# ---- block 1 ----
`config.mk`:
```
export PLATFORM = sky130hd
export DESIGN_NAME = path_trace_monitor
export DESIGN_NICKNAME = d
export VERILOG_FILES = /design/src/rtl/path_trace_pkg.sv /design/src/rtl/path_rec_fifo.sv /design/src/rtl/path_trace_monitor.sv
export SDC_FILE = /design/constraint.sdc
export NUM_CORES = 1
export LEC_CHECK = 0
export CORE_MARGIN = 10
export CORE_UTILIZATION = 40
export CTS_BUF_LIST = sky130_fd_sc_hd__clkbuf_16
export DETAILED_ROUTE_END_ITERATION = 10
export GPL_TIMING_DRIVEN = 0
export SYNTH_ARGS = -nofsm -noshare
export SYNTH_HDL_FRONTEND = slang
export SYNTH_SLANG_ARGS = --single-unit
```
`constraint.sdc`:
```
create_clock -name clock -period 10.2 [get_ports clock]
set_input_delay 1.53 -clock clock [delete_from_list [all_inputs] [get_ports clock]]
set_output_delay 1.53 -clock clock [all_outputs]
set_load 0.02 [all_outputs]
```
`src/rtl/path_trace_pkg.sv`:
```
// Shared types for the router path-trace monitor: port ids, the per-port
// tracking state, and the trace record that leaves through the FIFO.
package path_trace_pkg;

  localparam int unsigned PT_NPORT  = 5;
  localparam int unsigned PT_ADDR_W = 16;
  localparam int unsigned PT_LEN_W  = 16;
  localparam int unsigned PT_TS_W   = 16;
  localparam int unsigned PT_PORT_W = $clog2(PT_NPORT);

  typedef enum logic [2:0] {
    PORT_E = 3'd0,
    PORT_W = 3'd1,
    PORT_N = 3'd2,
    PORT_S = 3'd3,
    PORT_L = 3'd4
  } port_e;

  typedef enum logic [2:0] {
    ST_IDLE = 3'd0,
    ST_HDR  = 3'd1,
    ST_SIZE = 3'd2,
    ST_BODY = 3'd3,
    ST_DONE = 3'd4
  } state_e;

  typedef struct packed {
    logic [PT_PORT_W-1:0] port;
    logic [PT_ADDR_W-1:0] addr;
    logic [PT_LEN_W-1:0]  size;
    logic [PT_TS_W-1:0]   lat;
  } trace_rec_t;

endpackage

```
`src/rtl/path_rec_fifo.sv`:
```
// Synchronous FIFO of trace records; head is presented combinationally and
// reads as all-zero while empty.
module path_rec_fifo
  import path_trace_pkg::*;
#(
  parameter int unsigned DEPTH = 4
) (
  input  logic       clock,
  input  logic       reset,
  input  logic       push_i,
  input  logic       pop_i,
  input  trace_rec_t wdata_i,
  output trace_rec_t rdata_o,
  output logic       full_o,
  output logic       empty_o
);

  localparam int unsigned AW = $clog2(DEPTH);
  localparam int unsigned CW = AW + 1;

  trace_rec_t    mem_q [DEPTH];
  logic [AW-1:0] wr_q, wr_d, rd_q, rd_d;
  logic [CW-1:0] cnt_q, cnt_d;
  logic          do_push, do_pop;

  always_comb begin
    full_o  = (cnt_q == CW'(DEPTH));
    empty_o = (cnt_q == '0);
    do_pop  = pop_i & ~empty_o;
    // a full FIFO still takes a push when the head leaves in the same cycle
    do_push = push_i & (~full_o | do_pop);
    wr_d    = wr_q;
    rd_d    = rd_q;
    cnt_d   = cnt_q;
    if (do_push) wr_d = wr_q + 1'b1;
    if (do_pop)  rd_d = rd_q + 1'b1;
    if (do_push && !do_pop) cnt_d = cnt_q + 1'b1;
    if (do_pop && !do_push) cnt_d = cnt_q - 1'b1;
    rdata_o = empty_o ? '0 : mem_q[rd_q];
  end

  always_ff @(posedge clock) begin
    if (reset) begin
      wr_q  <= '0;
      rd_q  <= '0;
      cnt_q <= '0;
    end else begin
      wr_q  <= wr_d;
      rd_q  <= rd_d;
      cnt_q <= cnt_d;
    end
  end

  always_ff @(posedge clock) begin
    if (do_push) mem_q[wr_q] <= wdata_i;
  end

endmodule

```
`src/rtl/path_trace_monitor.sv`:
```
// Router path-trace monitor: follows each output-port packet from allocation
// to last flit and queues one trace record per completed packet.
module path_trace_monitor
  import path_trace_pkg::*;
#(
  parameter int unsigned NPORT     = PT_NPORT,
  parameter int unsigned FLIT_W    = 32,
  parameter int unsigned ADDR_W    = PT_ADDR_W,
  parameter int unsigned FIXED_LEN = 4,
  parameter int unsigned LEN_W     = PT_LEN_W,
  parameter int unsigned TS_W      = PT_TS_W,
  parameter int unsigned REC_DEPTH = 4
) (
  input  logic                           clock,
  input  logic                           reset,
  input  logic [NPORT-1:0]               h_ack,
  input  logic [NPORT-1:0]               free_i,
  input  logic [ADDR_W-1:0]              address_i,
  input  logic [NPORT-1:0][FLIT_W-1:0]   data_i,
  input  logic [NPORT-1:0]               xfer_i,
  output logic                           rec_valid_o,
  input  logic                           rec_ready_i,
  output trace_rec_t                     rec_o,
  output logic [15:0]                    drop_cnt_o,
  output logic [NPORT-1:0]               busy_o
);

  localparam int unsigned DW = $clog2(NPORT + 1);
  localparam logic [LEN_W-1:0] FIX_SIZE = (FIXED_LEN >= 2) ? LEN_W'(FIXED_LEN - 2) : '0;

  logic [NPORT-1:0]     free_q, free_d;
  logic [NPORT-1:0]     alloc, req, grant, drop_evt;
  trace_rec_t           rec_w [NPORT];
  logic [PT_PORT_W-1:0] sel;
  logic                 found, push, pop, fifo_full, fifo_empty;
  logic [15:0]          drop_q, drop_d;
  logic [DW-1:0]        ndrop;
  logic [16:0]          drop_sum;
  logic                 unused_data;

  assign unused_data = ^data_i;
  assign alloc       = {NPORT{|h_ack}} & free_q & ~free_i;
  assign free_d      = free_i;

  for (genvar p = 0; p < NPORT; p++) begin : g_port
    state_e            state_q, state_d;
    logic [LEN_W-1:0]  cnt_q, cnt_d, size_q, size_d;
    logic [TS_W-1:0]   lat_q, lat_d;
    logic [ADDR_W-1:0] addr_q, addr_d;
    logic [LEN_W:0]    total;

    always_comb begin
      state_d = state_q;
      cnt_d   = cnt_q;
      size_d  = size_q;
      lat_d   = lat_q;
      addr_d  = addr_q;
      total   = (FIXED_LEN == 0) ? ({1'b0, size_q} + (LEN_W+1)'(2)) : (LEN_W+1)'(FIXED_LEN);
      if (alloc[p]) begin
        // fresh allocation always restarts, even over a held or partial packet
        state_d = ST_HDR;
        cnt_d   = '0;
        size_d  = '0;
        lat_d   = '0;
        addr_d  = address_i;
      end else begin
        if ((state_q == ST_HDR || state_q == ST_SIZE || state_q == ST_BODY) && lat_q != '1)
          lat_d = lat_q + 1'b1;
        case (state_q)
          ST_HDR: if (xfer_i[p]) begin
            cnt_d = LEN_W'(1);
            if (FIXED_LEN == 1)      state_d = ST_DONE;
            else if (FIXED_LEN == 0) state_d = ST_SIZE;
            else                     state_d = ST_BODY;
          end
          ST_SIZE: if (xfer_i[p]) begin
            size_d  = data_i[p][LEN_W-1:0];
            cnt_d   = LEN_W'(2);
            state_d = (data_i[p][LEN_W-1:0] == '0) ? ST_DONE : ST_BODY;
          end
          ST_BODY: if (xfer_i[p]) begin
            cnt_d = cnt_q + 1'b1;
            if (({1'b0, cnt_q} + 1'b1) == total) state_d = ST_DONE;
          end
          ST_DONE: if (grant[p]) state_d = ST_IDLE;
          default: state_d = ST_IDLE;
        endcase
      end
    end

    always_ff @(posedge clock) begin
      if (reset) begin
        state_q <= ST_IDLE;
        cnt_q   <= '0;
        size_q  <= '0;
        lat_q   <= '0;
        addr_q  <= '0;
      end else begin
        state_q <= state_d;
        cnt_q   <= cnt_d;
        size_q  <= size_d;
        lat_q   <= lat_d;
        addr_q  <= addr_d;
      end
    end

    assign busy_o[p]   = (state_q != ST_IDLE);
    assign req[p]      = (state_q == ST_DONE) & ~alloc[p];
    assign drop_evt[p] = alloc[p] & (state_q != ST_IDLE);
    assign rec_w[p]    = {PT_PORT_W'(p), addr_q, (FIXED_LEN == 0) ? size_q : FIX_SIZE, lat_q};
  end

  always_comb begin
    found = 1'b0;
    sel   = '0;
    for (int unsigned i = 0; i < NPORT; i++) begin
      if (req[i] && !found) begin
        found = 1'b1;
        sel   = PT_PORT_W'(i);
      end
    end
    pop   = rec_valid_o & rec_ready_i;
    push  = found & (~fifo_full | pop);
    grant = '0;
    if (push) grant[sel] = 1'b1;
  end

  always_comb begin
    ndrop = '0;
    for (int unsigned i = 0; i < NPORT; i++) ndrop = ndrop + DW'(drop_evt[i]);
    drop_sum = {1'b0, drop_q} + 17'(ndrop);
    drop_d   = drop_sum[16] ? '1 : drop_sum[15:0];
  end

  always_ff @(posedge clock) begin
    if (reset) begin
      free_q <= '1;
      drop_q <= '0;
    end else begin
      free_q <= free_d;
      drop_q <= drop_d;
    end
  end

  path_rec_fifo #(.DEPTH(REC_DEPTH)) u_fifo (
    .clock   (clock),
    .reset   (reset),
    .push_i  (push),
    .pop_i   (pop),
    .wdata_i (rec_w[sel]),
    .rdata_o (rec_o),
    .full_o  (fifo_full),
    .empty_o (fifo_empty)
  );

  assign rec_valid_o = ~fifo_empty;
  assign drop_cnt_o  = drop_q;

endmodule

```
### Sequential cells grouped by signal name, block 1

Other sequential cells in the stronger gray, the rest of the logic in the fainter gray.
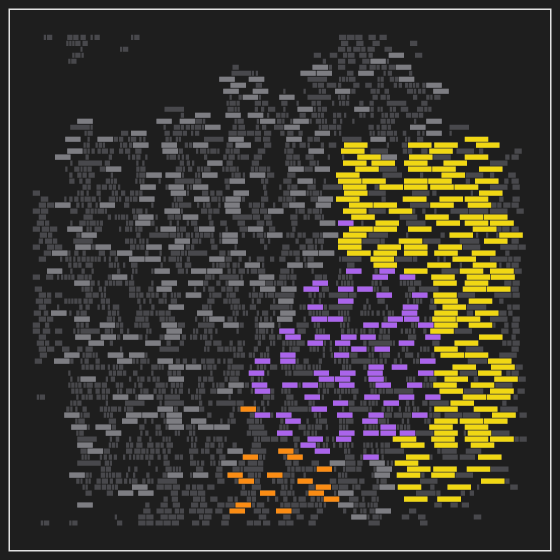
Purple marks g_port.addr_q, placed flops 80. Yellow marks u_fifo.mem_q, placed flops 144. Orange marks drop_cnt_o, placed flops 16, where south.
Another 189 sequential cells are not colored.

==> results_dict.tcl <==
# flow metrics
set metrics [dict create \
    nNetsFinal 2582 \
    period_minus_slack_ns 6.22 \
    status "completed" \
    die_area_mm2 0.0600 \
    path_buffers 3 \
    pwr-share-seq 0.477 \
    clkbuf_count 46 \
    arrival_ns 6.66 \
    ys_sh_simple 0.217 \
    antenna_found_initial 0 \
    fmax_ghz 0.161 \
    crit_fanout 10 \
    p_switching_uw 928 \
    rsz0062_at_grt "no" \
    use_met3 0.0302 \
    path_depth 15 \
]
### The clock network, block 1

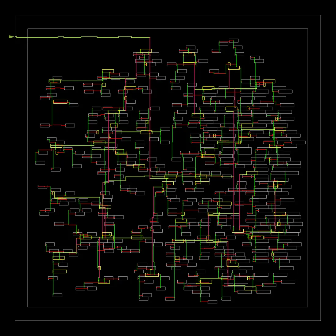
CTS Buf Count: 46
Clk power: 1.67 mW
CTS sink count: 429
clk_skew: 0.0233 ns

power by group through the flow:
stage / Sequential, mW / Clock [mW] / Combinational (mW)
6_report: 1.82 / 1.67 / 0.323
5_1_grt: 1.82 / 1.77 / 0.354
4_1_cts: 1.82 / 1.70 / 0.324
3_5_place_dp: 1.85 / 0 / 0.322
3_3_place_gp: 1.85 / 0 / 0.316
2_1_floorplan: 1.85 / 0 / 0.178
through the flow:
stage	hold WS [ns]	total power [mW]
global route	0.473	3.95
CTS	0.453	3.85
floorplan	0.432	2.03
global placement	0.439	2.17
finish	0.450	3.81
detailed placement	0.444	2.18

# ---- block 2 ----
### Power grid, block 2

Pins as bars on the die edge.
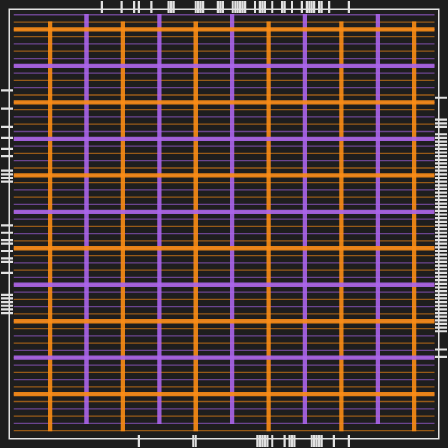
`src/rtl/scnn_stream_pkg.sv`:
```
// Shared types and sizing for the SCNN stream path.
// Holds the stream kind encoding, the PE beat payload, the feeder FSM states
// and a helper that sizes one beat from the remaining element count.
package scnn_stream_pkg;

  localparam int unsigned DATA_W    = 16;
  localparam int unsigned IDX_W     = 4;
  localparam int unsigned BURST     = 4;
  localparam int unsigned MAX_ELEMS = 64;
  localparam int unsigned ADDR_W    = 10;
  localparam int unsigned WORD_W    = IDX_W + DATA_W;
  localparam int unsigned LEN_W     = $clog2(MAX_ELEMS + 1);
  localparam int unsigned CNT_W     = $clog2(BURST + 1);

  typedef enum logic {
    KIND_INPUT  = 1'b0,
    KIND_FILTER = 1'b1
  } stream_kind_e;

  typedef struct packed {
    logic [BURST-1:0][DATA_W-1:0] data;
    logic [BURST-1:0][IDX_W-1:0]  idx;
    logic [BURST-1:0]             mask;
    logic                         last;
    stream_kind_e                 kind;
  } stream_beat_t;

  typedef enum logic [1:0] {
    ST_IDLE,
    ST_FETCH,
    ST_EMIT,
    ST_DONE
  } feeder_state_e;

  // Lanes in the next beat: min(BURST, remaining).
  function automatic logic [CNT_W-1:0] beat_size(input logic [LEN_W-1:0] rem);
    if (rem >= LEN_W'(BURST)) return CNT_W'(BURST);
    return CNT_W'(rem);
  endfunction

endpackage

```
`src/rtl/stream_beat_packer.sv`:
```
// Collects DRAM read returns into the lanes of one output beat.
// Ports:
//   clk, rst    clock, async active-high reset
//   clear_i     zero all lanes/mask and rewind the lane pointer
//   cap_i       write rd_data_i into the lane under the pointer, then advance
//   rd_data_i   {idx, value} word from DRAM
//   data_o      lane values (lane0 = first captured)
//   idx_o       lane indices
//   mask_o      lane-valid bits
//   cnt_o       number of lanes captured since the last clear
module stream_beat_packer
  import scnn_stream_pkg::*;
(
  input  logic                         clk,
  input  logic                         rst,
  input  logic                         clear_i,
  input  logic                         cap_i,
  input  logic [WORD_W-1:0]            rd_data_i,
  output logic [BURST-1:0][DATA_W-1:0] data_o,
  output logic [BURST-1:0][IDX_W-1:0]  idx_o,
  output logic [BURST-1:0]             mask_o,
  output logic [CNT_W-1:0]             cnt_o
);

  logic [BURST-1:0][DATA_W-1:0] data_q, data_d;
  logic [BURST-1:0][IDX_W-1:0]  idx_q, idx_d;
  logic [BURST-1:0]             mask_q, mask_d;
  logic [CNT_W-1:0]             ptr_q, ptr_d;

  // Lane write: clear wins over capture.
  always_comb begin
    data_d = data_q;
    idx_d  = idx_q;
    mask_d = mask_q;
    ptr_d  = ptr_q;
    if (clear_i) begin
      data_d = '0;
      idx_d  = '0;
      mask_d = '0;
      ptr_d  = '0;
    end else if (cap_i) begin
      for (int unsigned k = 0; k < BURST; k++) begin
        if (ptr_q == CNT_W'(k)) begin
          data_d[k] = rd_data_i[DATA_W-1:0];
          idx_d[k]  = rd_data_i[WORD_W-1:DATA_W];
          mask_d[k] = 1'b1;
        end
      end
      ptr_d = ptr_q + CNT_W'(1);
    end
  end

  always_ff @(posedge clk or posedge rst) begin
    if (rst) begin
      data_q <= '0;
      idx_q  <= '0;
      mask_q <= '0;
      ptr_q  <= '0;
    end else begin
      data_q <= data_d;
      idx_q  <= idx_d;
      mask_q <= mask_d;
      ptr_q  <= ptr_d;
    end
  end

  assign data_o = data_q;
  assign idx_o  = idx_q;
  assign mask_o = mask_q;
  assign cnt_o  = ptr_q;

endmodule

```
`src/rtl/dram_stream_feeder.sv`:
```
// Serves PE stream requests (input activations or filter weights): reads
// {idx,value} words from DRAM, packs them into BURST-lane beats and pulses a
// per-kind finish strobe once the final beat has been accepted.
// Ports:
//   clk, rst                  clock, async active-high reset
//   req_valid/kind/base/len   stream request, accepted only while req_ready
//   req_ready                 high only in IDLE
//   mem_rd_en/addr            DRAM read strobe and address
//   mem_rd_data               DRAM return, valid the cycle after mem_rd_en
//   out_valid/ready           beat handshake to the PE
//   out_kind/data/idx/mask    beat payload, lane0 = lowest address
//   out_last                  final beat of the stream
//   stream_input_finish       1-cycle pulse when an input stream completes
//   stream_filter_finish      1-cycle pulse when a filter stream completes
module dram_stream_feeder
  import scnn_stream_pkg::*;
(
  input  logic                    clk,
  input  logic                    rst,
  input  logic                    req_valid,
  input  logic                    req_kind,
  input  logic [ADDR_W-1:0]       req_base,
  input  logic [LEN_W-1:0]        req_len,
  output logic                    req_ready,
  output logic                    mem_rd_en,
  output logic [ADDR_W-1:0]       mem_rd_addr,
  input  logic [WORD_W-1:0]       mem_rd_data,
  output logic                    out_valid,
  input  logic                    out_ready,
  output logic                    out_kind,
  output logic [BURST*DATA_W-1:0] out_data,
  output logic [BURST*IDX_W-1:0]  out_idx,
  output logic [BURST-1:0]        out_mask,
  output logic                    out_last,
  output logic                    stream_input_finish,
  output logic                    stream_filter_finish
);

  feeder_state_e     state_q, state_d;
  stream_kind_e      kind_q, kind_d;
  logic [ADDR_W-1:0] addr_q, addr_d;        // next read address
  logic [LEN_W-1:0]  rem_q, rem_d;          // elements not yet handed to the PE
  logic [CNT_W-1:0]  n_q, n_d;              // lanes in the beat being built
  logic [CNT_W-1:0]  issued_q, issued_d;    // reads issued for this beat
  logic              mem_rd_en_q, mem_rd_en_d;
  logic [ADDR_W-1:0] mem_rd_addr_q, mem_rd_addr_d;
  logic              rd_pend_q;             // a return lands this cycle
  logic              out_valid_q, out_valid_d;
  logic              out_last_q, out_last_d;
  logic              fin_in_q, fin_in_d;
  logic              fin_flt_q, fin_flt_d;
  logic              req_ready_q, req_ready_d;

  logic [LEN_W-1:0]  len_clamp_c;
  logic [LEN_W-1:0]  rem_after_c;
  logic              clear_c;
  logic              cap_c;
  logic              last_cap_c;

  logic [BURST-1:0][DATA_W-1:0] lane_data;
  logic [BURST-1:0][IDX_W-1:0]  lane_idx;
  logic [BURST-1:0]             lane_mask;
  logic [CNT_W-1:0]             lane_cnt;
  stream_beat_t                 beat_c;

  assign cap_c = rd_pend_q;

  stream_beat_packer u_packer (
    .clk       (clk),
    .rst       (rst),
    .clear_i   (clear_c),
    .cap_i     (cap_c),
    .rd_data_i (mem_rd_data),
    .data_o    (lane_data),
    .idx_o     (lane_idx),
    .mask_o    (lane_mask),
    .cnt_o     (lane_cnt)
  );

  // Next-state and registered-output logic.
  always_comb begin
    state_d       = state_q;
    kind_d        = kind_q;
    addr_d        = addr_q;
    rem_d         = rem_q;
    n_d           = n_q;
    issued_d      = issued_q;
    mem_rd_en_d   = 1'b0;
    mem_rd_addr_d = mem_rd_addr_q;
    out_valid_d   = out_valid_q;
    out_last_d    = out_last_q;
    fin_in_d      = 1'b0;
    fin_flt_d     = 1'b0;
    clear_c       = 1'b0;
    len_clamp_c   = (req_len > LEN_W'(MAX_ELEMS)) ? LEN_W'(MAX_ELEMS) : req_len;
    rem_after_c   = rem_q - LEN_W'(n_q);
    last_cap_c    = cap_c && (CNT_W'(lane_cnt + CNT_W'(1)) == n_q);

    case (state_q)
      ST_IDLE: begin
        if (req_valid) begin
          kind_d = stream_kind_e'(req_kind);
          rem_d  = len_clamp_c;
          if (len_clamp_c == '0) begin
            state_d = ST_DONE;
            if (stream_kind_e'(req_kind) == KIND_FILTER) fin_flt_d = 1'b1;
            else                                         fin_in_d  = 1'b1;
          end else begin
            // First read goes out in the cycle right after acceptance.
            state_d       = ST_FETCH;
            n_d           = beat_size(len_clamp_c);
            mem_rd_en_d   = 1'b1;
            mem_rd_addr_d = req_base;
            addr_d        = req_base + ADDR_W'(1);
            issued_d      = CNT_W'(1);
            clear_c       = 1'b1;
          end
        end
      end

      ST_FETCH: begin
        if (issued_q < n_q) begin
          mem_rd_en_d   = 1'b1;
          mem_rd_addr_d = addr_q;
          addr_d        = addr_q + ADDR_W'(1);
          issued_d      = issued_q + CNT_W'(1);
        end
        if (last_cap_c) begin
          state_d     = ST_EMIT;
          out_valid_d = 1'b1;
          out_last_d  = (rem_q == LEN_W'(n_q));
        end
      end

      ST_EMIT: begin
        // Beat is frozen until the PE takes it.
        if (out_ready) begin
          out_valid_d = 1'b0;
          out_last_d  = 1'b0;
          rem_d       = rem_after_c;
          if (rem_after_c == '0) begin
            state_d = ST_DONE;
            if (kind_q == KIND_FILTER) fin_flt_d = 1'b1;
            else                       fin_in_d  = 1'b1;
          end else begin
            state_d       = ST_FETCH;
            n_d           = beat_size(rem_after_c);
            mem_rd_en_d   = 1'b1;
            mem_rd_addr_d = addr_q;
            addr_d        = addr_q + ADDR_W'(1);
            issued_d      = CNT_W'(1);
            clear_c       = 1'b1;
          end
        end
      end

      ST_DONE: begin
        state_d = ST_IDLE;
      end

      default: begin
        state_d = ST_IDLE;
      end
    endcase

    req_ready_d = (state_d == ST_IDLE);
  end

  always_ff @(posedge clk or posedge rst) begin
    if (rst) begin
      state_q       <= ST_IDLE;
      kind_q        <= KIND_INPUT;
      addr_q        <= '0;
      rem_q         <= '0;
      n_q           <= '0;
      issued_q      <= '0;
      mem_rd_en_q   <= 1'b0;
      mem_rd_addr_q <= '0;
      rd_pend_q     <= 1'b0;
      out_valid_q   <= 1'b0;
      out_last_q    <= 1'b0;
      fin_in_q      <= 1'b0;
      fin_flt_q     <= 1'b0;
      req_ready_q   <= 1'b1;
    end else begin
      state_q       <= state_d;
      kind_q        <= kind_d;
      addr_q        <= addr_d;
      rem_q         <= rem_d;
      n_q           <= n_d;
      issued_q      <= issued_d;
      mem_rd_en_q   <= mem_rd_en_d;
      mem_rd_addr_q <= mem_rd_addr_d;
      rd_pend_q     <= mem_rd_en_q;
      out_valid_q   <= out_valid_d;
      out_last_q    <= out_last_d;
      fin_in_q      <= fin_in_d;
      fin_flt_q     <= fin_flt_d;
      req_ready_q   <= req_ready_d;
    end
  end

  always_comb begin
    beat_c      = '0;
    beat_c.data = lane_data;
    beat_c.idx  = lane_idx;
    beat_c.mask = lane_mask;
    beat_c.last = out_last_q;
    beat_c.kind = kind_q;
  end

  assign req_ready            = req_ready_q;
  assign mem_rd_en            = mem_rd_en_q;
  assign mem_rd_addr          = mem_rd_addr_q;
  assign out_valid            = out_valid_q;
  assign out_kind             = beat_c.kind;
  assign out_data             = beat_c.data;
  assign out_idx              = beat_c.idx;
  assign out_mask             = beat_c.mask;
  assign out_last             = beat_c.last;
  assign stream_input_finish  = fin_in_q;
  assign stream_filter_finish = fin_flt_q;

endmodule
```
`config.mk`:
```
export PLATFORM = sky130hd
export DESIGN_NAME = dram_stream_feeder
export DESIGN_NICKNAME = d
export VERILOG_FILES = /design/src/rtl/scnn_stream_pkg.sv /design/src/rtl/stream_beat_packer.sv /design/src/rtl/dram_stream_feeder.sv
export SDC_FILE = /design/constraint.sdc
export NUM_CORES = 1
export LEC_CHECK = 0
export ABC_AREA = 1
export CORE_UTILIZATION = 25
export DETAILED_ROUTE_END_ITERATION = 10
export GPL_TIMING_DRIVEN = 0
export PLACE_DENSITY = 0.57
export SYNTH_ARGS = -nofsm -noshare
export SYNTH_HDL_FRONTEND = slang
export SYNTH_SLANG_ARGS = --single-unit
```
`constraint.sdc`:
```
create_clock -name clk -period 4.8 [get_ports clk]
set_clock_uncertainty 0.1 [all_clocks]
set_input_delay 0.48 -clock clk [delete_from_list [all_inputs] [get_ports clk]]
set_output_delay 0.48 -clock clk [all_outputs]
set_load 0.05 [all_outputs]
```
==> results_dict.tcl <==
# flow metrics
set metrics [dict create \
    logic_gates 521 \
    use_met2 0.221 \
    fmax_ghz 0.365 \
    cpPeakStageDelay_ns 0.42 \
    post_cts_resized 0 \
    die_area_mm2 0.0254 \
    gp_congestion 0.761 \
    p_switching_mw 3.63 \
    placementRows 57 \
    largest_area_cell "dfrtp_1" \
    cpMostUsedCell "inv_1" \
    r2r_slack_ns 2.06 \
    numPortBuffers 142 \
    ff2ff_path_depth 13 \
    synth_warnings 0 \
    dp_hpwl_um 12200 \
    status "completed" \
]
About 'Power grid' of block 2:
Orange marks VSS. Purple marks VDD.
The core has 57 rows. 58 met1 rails follow the rows. 11 straps on met4.
core region area: 0.0243 mm2
width of the die: 160 um
Peak VDD IR: 332 uV
Chip Height: 160 um

-- stage by stage --
stage | TNS, ns | instances
after floorplan | 0 | 761
after global placement | -193.90 | 1227
after detailed placement | 0 | 1228
after CTS | 0 | 1260
after global routing | 0 | 1260
final | 0 | 1260
-- registers in the layout, summed over array words and instances, names as in the netlist --
signal and count:
out_last 1, mem_rd_addr 10, req_ready 1, stream_filter_finish 1, cap_c 1, u_packer.idx_o 16
out_kind 1, u_packer.cnt_o 3, u_packer.mask_o 4, u_packer.data_o 64, n_q 3, stream_input_finish 1
addr_q 10, rem_q 7, state_q 2, issued_q 3, mem_rd_en 1, out_valid 1

# ---- block 3 ----
### Met1 routing, block 3

Supply wires on this layer in gray.
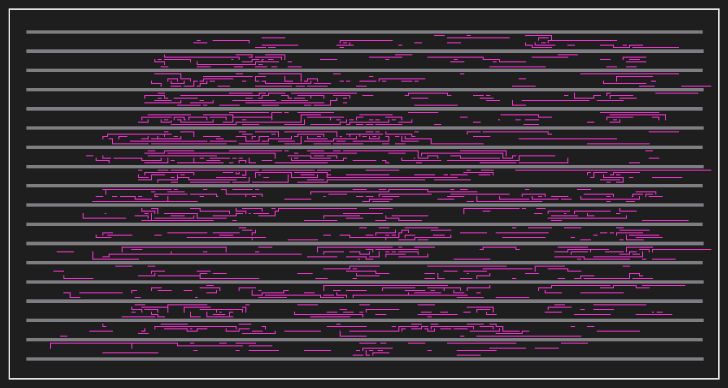
### Power grid, block 3

Pins as bars on the die edge.
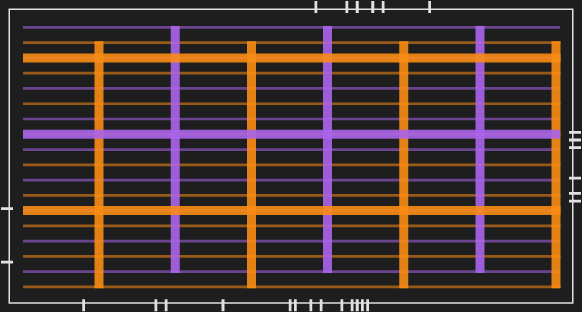
### The clock network, block 3

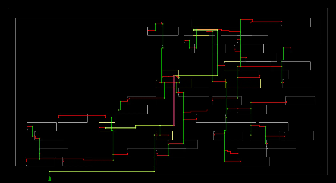
[src/rtl/alu_result_disp.sv]
// Captures the ALU result/flags/opcode on a cap_in edge and shows them on a 4-digit muxed display.
// Optional capture debouncer enabled by defining CAP_DEBOUNCE_EN.
module alu_result_disp #(
  parameter int unsigned SCAN_W = 16,
  parameter int unsigned DB_W   = 20
) (
  input  logic       clk,
  input  logic       rst,
  input  logic       cap_in,
  input  logic [3:0] res,
  input  logic       car,
  input  logic       of,
  input  logic [2:0] ctrl,
  output logic [7:0] seg_n,
  output logic [3:0] an_n,
  output logic       led_car,
  output logic       led_of,
  output logic       valid
);

  typedef enum logic {StEmpty, StHold} state_t;

  localparam logic [7:0] SegBlank = 8'hFF;
  localparam logic [7:0] SegDash  = 8'hBF;

  state_t state_q, state_d;

  logic s1, s2, p, cap_lvl, pulse;
  logic [3:0] r_res;
  logic       r_car, r_of;
  logic [2:0] r_ctrl;

  logic [3:0] res_d;
  logic       car_d, of_d;
  logic [2:0] ctrl_d;

  logic [SCAN_W-1:0] cnt_q, cnt_d;
  logic [1:0]        digit_d;
  logic [7:0]        seg_d;
  logic [3:0]        an_d;
  logic [3:0]        mag;

  function automatic logic [7:0] hex_seg(input logic [3:0] v);
    logic [7:0] s;
    unique case (v)
      4'h0: s = 8'hC0;
      4'h1: s = 8'hF9;
      4'h2: s = 8'hA4;
      4'h3: s = 8'hB0;
      4'h4: s = 8'h99;
      4'h5: s = 8'h92;
      4'h6: s = 8'h82;
      4'h7: s = 8'hF8;
      4'h8: s = 8'h80;
      4'h9: s = 8'h90;
      4'hA: s = 8'h88;
      4'hB: s = 8'h83;
      4'hC: s = 8'hC6;
      4'hD: s = 8'hA1;
      4'hE: s = 8'h86;
      default: s = 8'h8E;
    endcase
    return s;
  endfunction

  always_ff @(posedge clk or posedge rst) begin
    if (rst) begin
      s1 <= 1'b0;
      s2 <= 1'b0;
      p  <= 1'b0;
    end else begin
      s1 <= cap_in;
      s2 <= s1;
      p  <= cap_lvl;
    end
  end

`ifdef CAP_DEBOUNCE_EN
  logic [DB_W-1:0] db_cnt;
  logic            db_lvl;

  // Stable level flips only after s2 disagrees for 2^DB_W consecutive cycles.
  always_ff @(posedge clk or posedge rst) begin
    if (rst) begin
      db_cnt <= '0;
      db_lvl <= 1'b0;
    end else if (s2 == db_lvl) begin
      db_cnt <= '0;
    end else if (db_cnt == {DB_W{1'b1}}) begin
      db_cnt <= '0;
      db_lvl <= s2;
    end else begin
      db_cnt <= db_cnt + 1'b1;
    end
  end

  assign cap_lvl = db_lvl;
`else
  logic unused_db_w;
  assign unused_db_w = ^DB_W;
  assign cap_lvl     = s2;
`endif

  assign pulse = cap_lvl & ~p;

  always_comb begin
    state_d = state_q;
    if (pulse) state_d = StHold;
  end

  always_ff @(posedge clk or posedge rst) begin
    if (rst) begin
      state_q <= StEmpty;
      r_res   <= '0;
      r_car   <= 1'b0;
      r_of    <= 1'b0;
      r_ctrl  <= '0;
    end else begin
      state_q <= state_d;
      if (pulse) begin
        r_res  <= res;
        r_car  <= car;
        r_of   <= of;
        r_ctrl <= ctrl;
      end
    end
  end

  // Segment register looks at next-state snapshot so a capture shows on the same edge it loads.
  assign res_d  = pulse ? res  : r_res;
  assign car_d  = pulse ? car  : r_car;
  assign of_d   = pulse ? of   : r_of;
  assign ctrl_d = pulse ? ctrl : r_ctrl;

  assign cnt_d   = cnt_q + 1'b1;
  assign digit_d = cnt_d[SCAN_W-1:SCAN_W-2];
  assign an_d    = ~(4'b0001 << digit_d);
  assign mag     = res_d[3] ? (~res_d + 4'd1) : res_d;

  logic unused_car_d;
  assign unused_car_d = car_d;

  always_comb begin
    seg_d = SegBlank;
    if (state_d == StEmpty) begin
      seg_d = SegDash;
    end else begin
      unique case (digit_d)
        2'd0: begin
          seg_d    = (ctrl_d[2:1] == 2'b00) ? hex_seg(mag) : hex_seg(res_d);
          seg_d[7] = ~of_d;
        end
        2'd1: begin
          if (ctrl_d[2:1] == 2'b00 && res_d[3]) seg_d = SegDash;
        end
        2'd2: seg_d = SegBlank;
        default: seg_d = hex_seg({1'b0, ctrl_d});
      endcase
    end
  end

  always_ff @(posedge clk or posedge rst) begin
    if (rst) begin
      cnt_q <= '0;
      an_n  <= 4'b1110;
      seg_n <= SegDash;
    end else begin
      cnt_q <= cnt_d;
      an_n  <= an_d;
      seg_n <= seg_d;
    end
  end

  assign led_car = r_car;
  assign led_of  = r_of;
  assign valid   = (state_q == StHold);

endmodule

[config.mk]
export PLATFORM = sky130hd
export DESIGN_NAME = alu_result_disp
export DESIGN_NICKNAME = d
export VERILOG_FILES = /design/src/rtl/alu_result_disp.sv
export SDC_FILE = /design/constraint.sdc
export NUM_CORES = 1
export LEC_CHECK = 0
export ABC_AREA = 1
export CORE_ASPECT_RATIO = 0.5
export CORE_MARGIN = 2
export CORE_UTILIZATION = 53
export CTS_BUF_LIST = sky130_fd_sc_hd__clkbuf_4 sky130_fd_sc_hd__clkbuf_8
export CTS_CLUSTER_DIAMETER = 150
export CTS_CLUSTER_SIZE = 30
export DETAILED_ROUTE_END_ITERATION = 8
export PLACE_DENSITY = 0.79
export SLEW_MARGIN = 25
export SYNTH_ARGS = -nofsm -noshare
export SYNTH_HDL_FRONTEND = slang
export SYNTH_SLANG_ARGS = --single-unit
[constraint.sdc]
create_clock -name clk -period 2.6 [get_ports clk]
set_input_delay 0.39 -clock clk [delete_from_list [all_inputs] [get_ports clk]]
set_output_delay 0.39 -clock clk [all_outputs]
set_load 0.01 [all_outputs]
==> results_dict.tcl <==
# flow metrics
set metrics [dict create \
    status "completed" \
    min-delay-start "s1" \
    slew_viol_final 0 \
    yosysSeqAreaShare 0.424 \
    powerDensity_mw_per_mm2 614 \
    cts_buffers 5 \
    dp_hpwl_um 3990 \
    synthMuxAreaShare 0 \
    cpPeakStageDelay_ns 0.37 \
    ys_sh_simple 0.257 \
    tns_ns 0 \
    wl_per_cell_um 13.9 \
    worst_hold_path.num_cells 0 \
    tightest_slew_ns 0.528 \
    top_cells_by_area "dfrtp_1 32%, nand2_1 13%, dfstp_2 11%, ha_1 10%, inv_1 6.6%" \
]
About 'Met1 routing' of block 3:
The layer carries 2490 um of wire. The longest straight run is 27.6 um. 351 nets have wire on it. The wires run mostly horizontal. The layer holds 44% of the routed length.
met1 global-route usage: 0.280
vias post-DR: 2082
final wirelength: 5610 um

About 'Power grid' of block 3:
Purple marks VDD. Orange marks VSS.
The core has 17 rows. 18 met1 rails follow the rows. 7 straps on met4. 3 straps on met5.
Chip Height: 52.1 um
Peak VDD IR: 270 uV
core region area: 0.00442 mm2
width of the die: 100 um

About 'The clock network' of block 3:
CTS sink count: 41
CLK BUF: 5

## layout make-up
cell class | instances | area (um2)
fill | 355 | 1320
multi-input combinational | 213 | 1310
sequential | 41 | 1040
timing repair buffer | 42 | 380
inverter | 44 | 165
tap | 57 | 71.3
clock buffer | 5 | 68.8
clock inverter | 3 | 68.8
## state kept, by name (all words and copies together) (netlist names)
| name | flops |
|---|---|
| valid | 1 |
| seg_n | 8 |
| cap_lvl | 1 |
| p | 1 |
| cnt_q | 16 |
| an_n | 4 |
| led_of | 1 |
| r_ctrl | 3 |
| r_res | 4 |
| s1 | 1 |
| led_car | 1 |

No activity file was given, so power comes from the tool's default toggle rates.
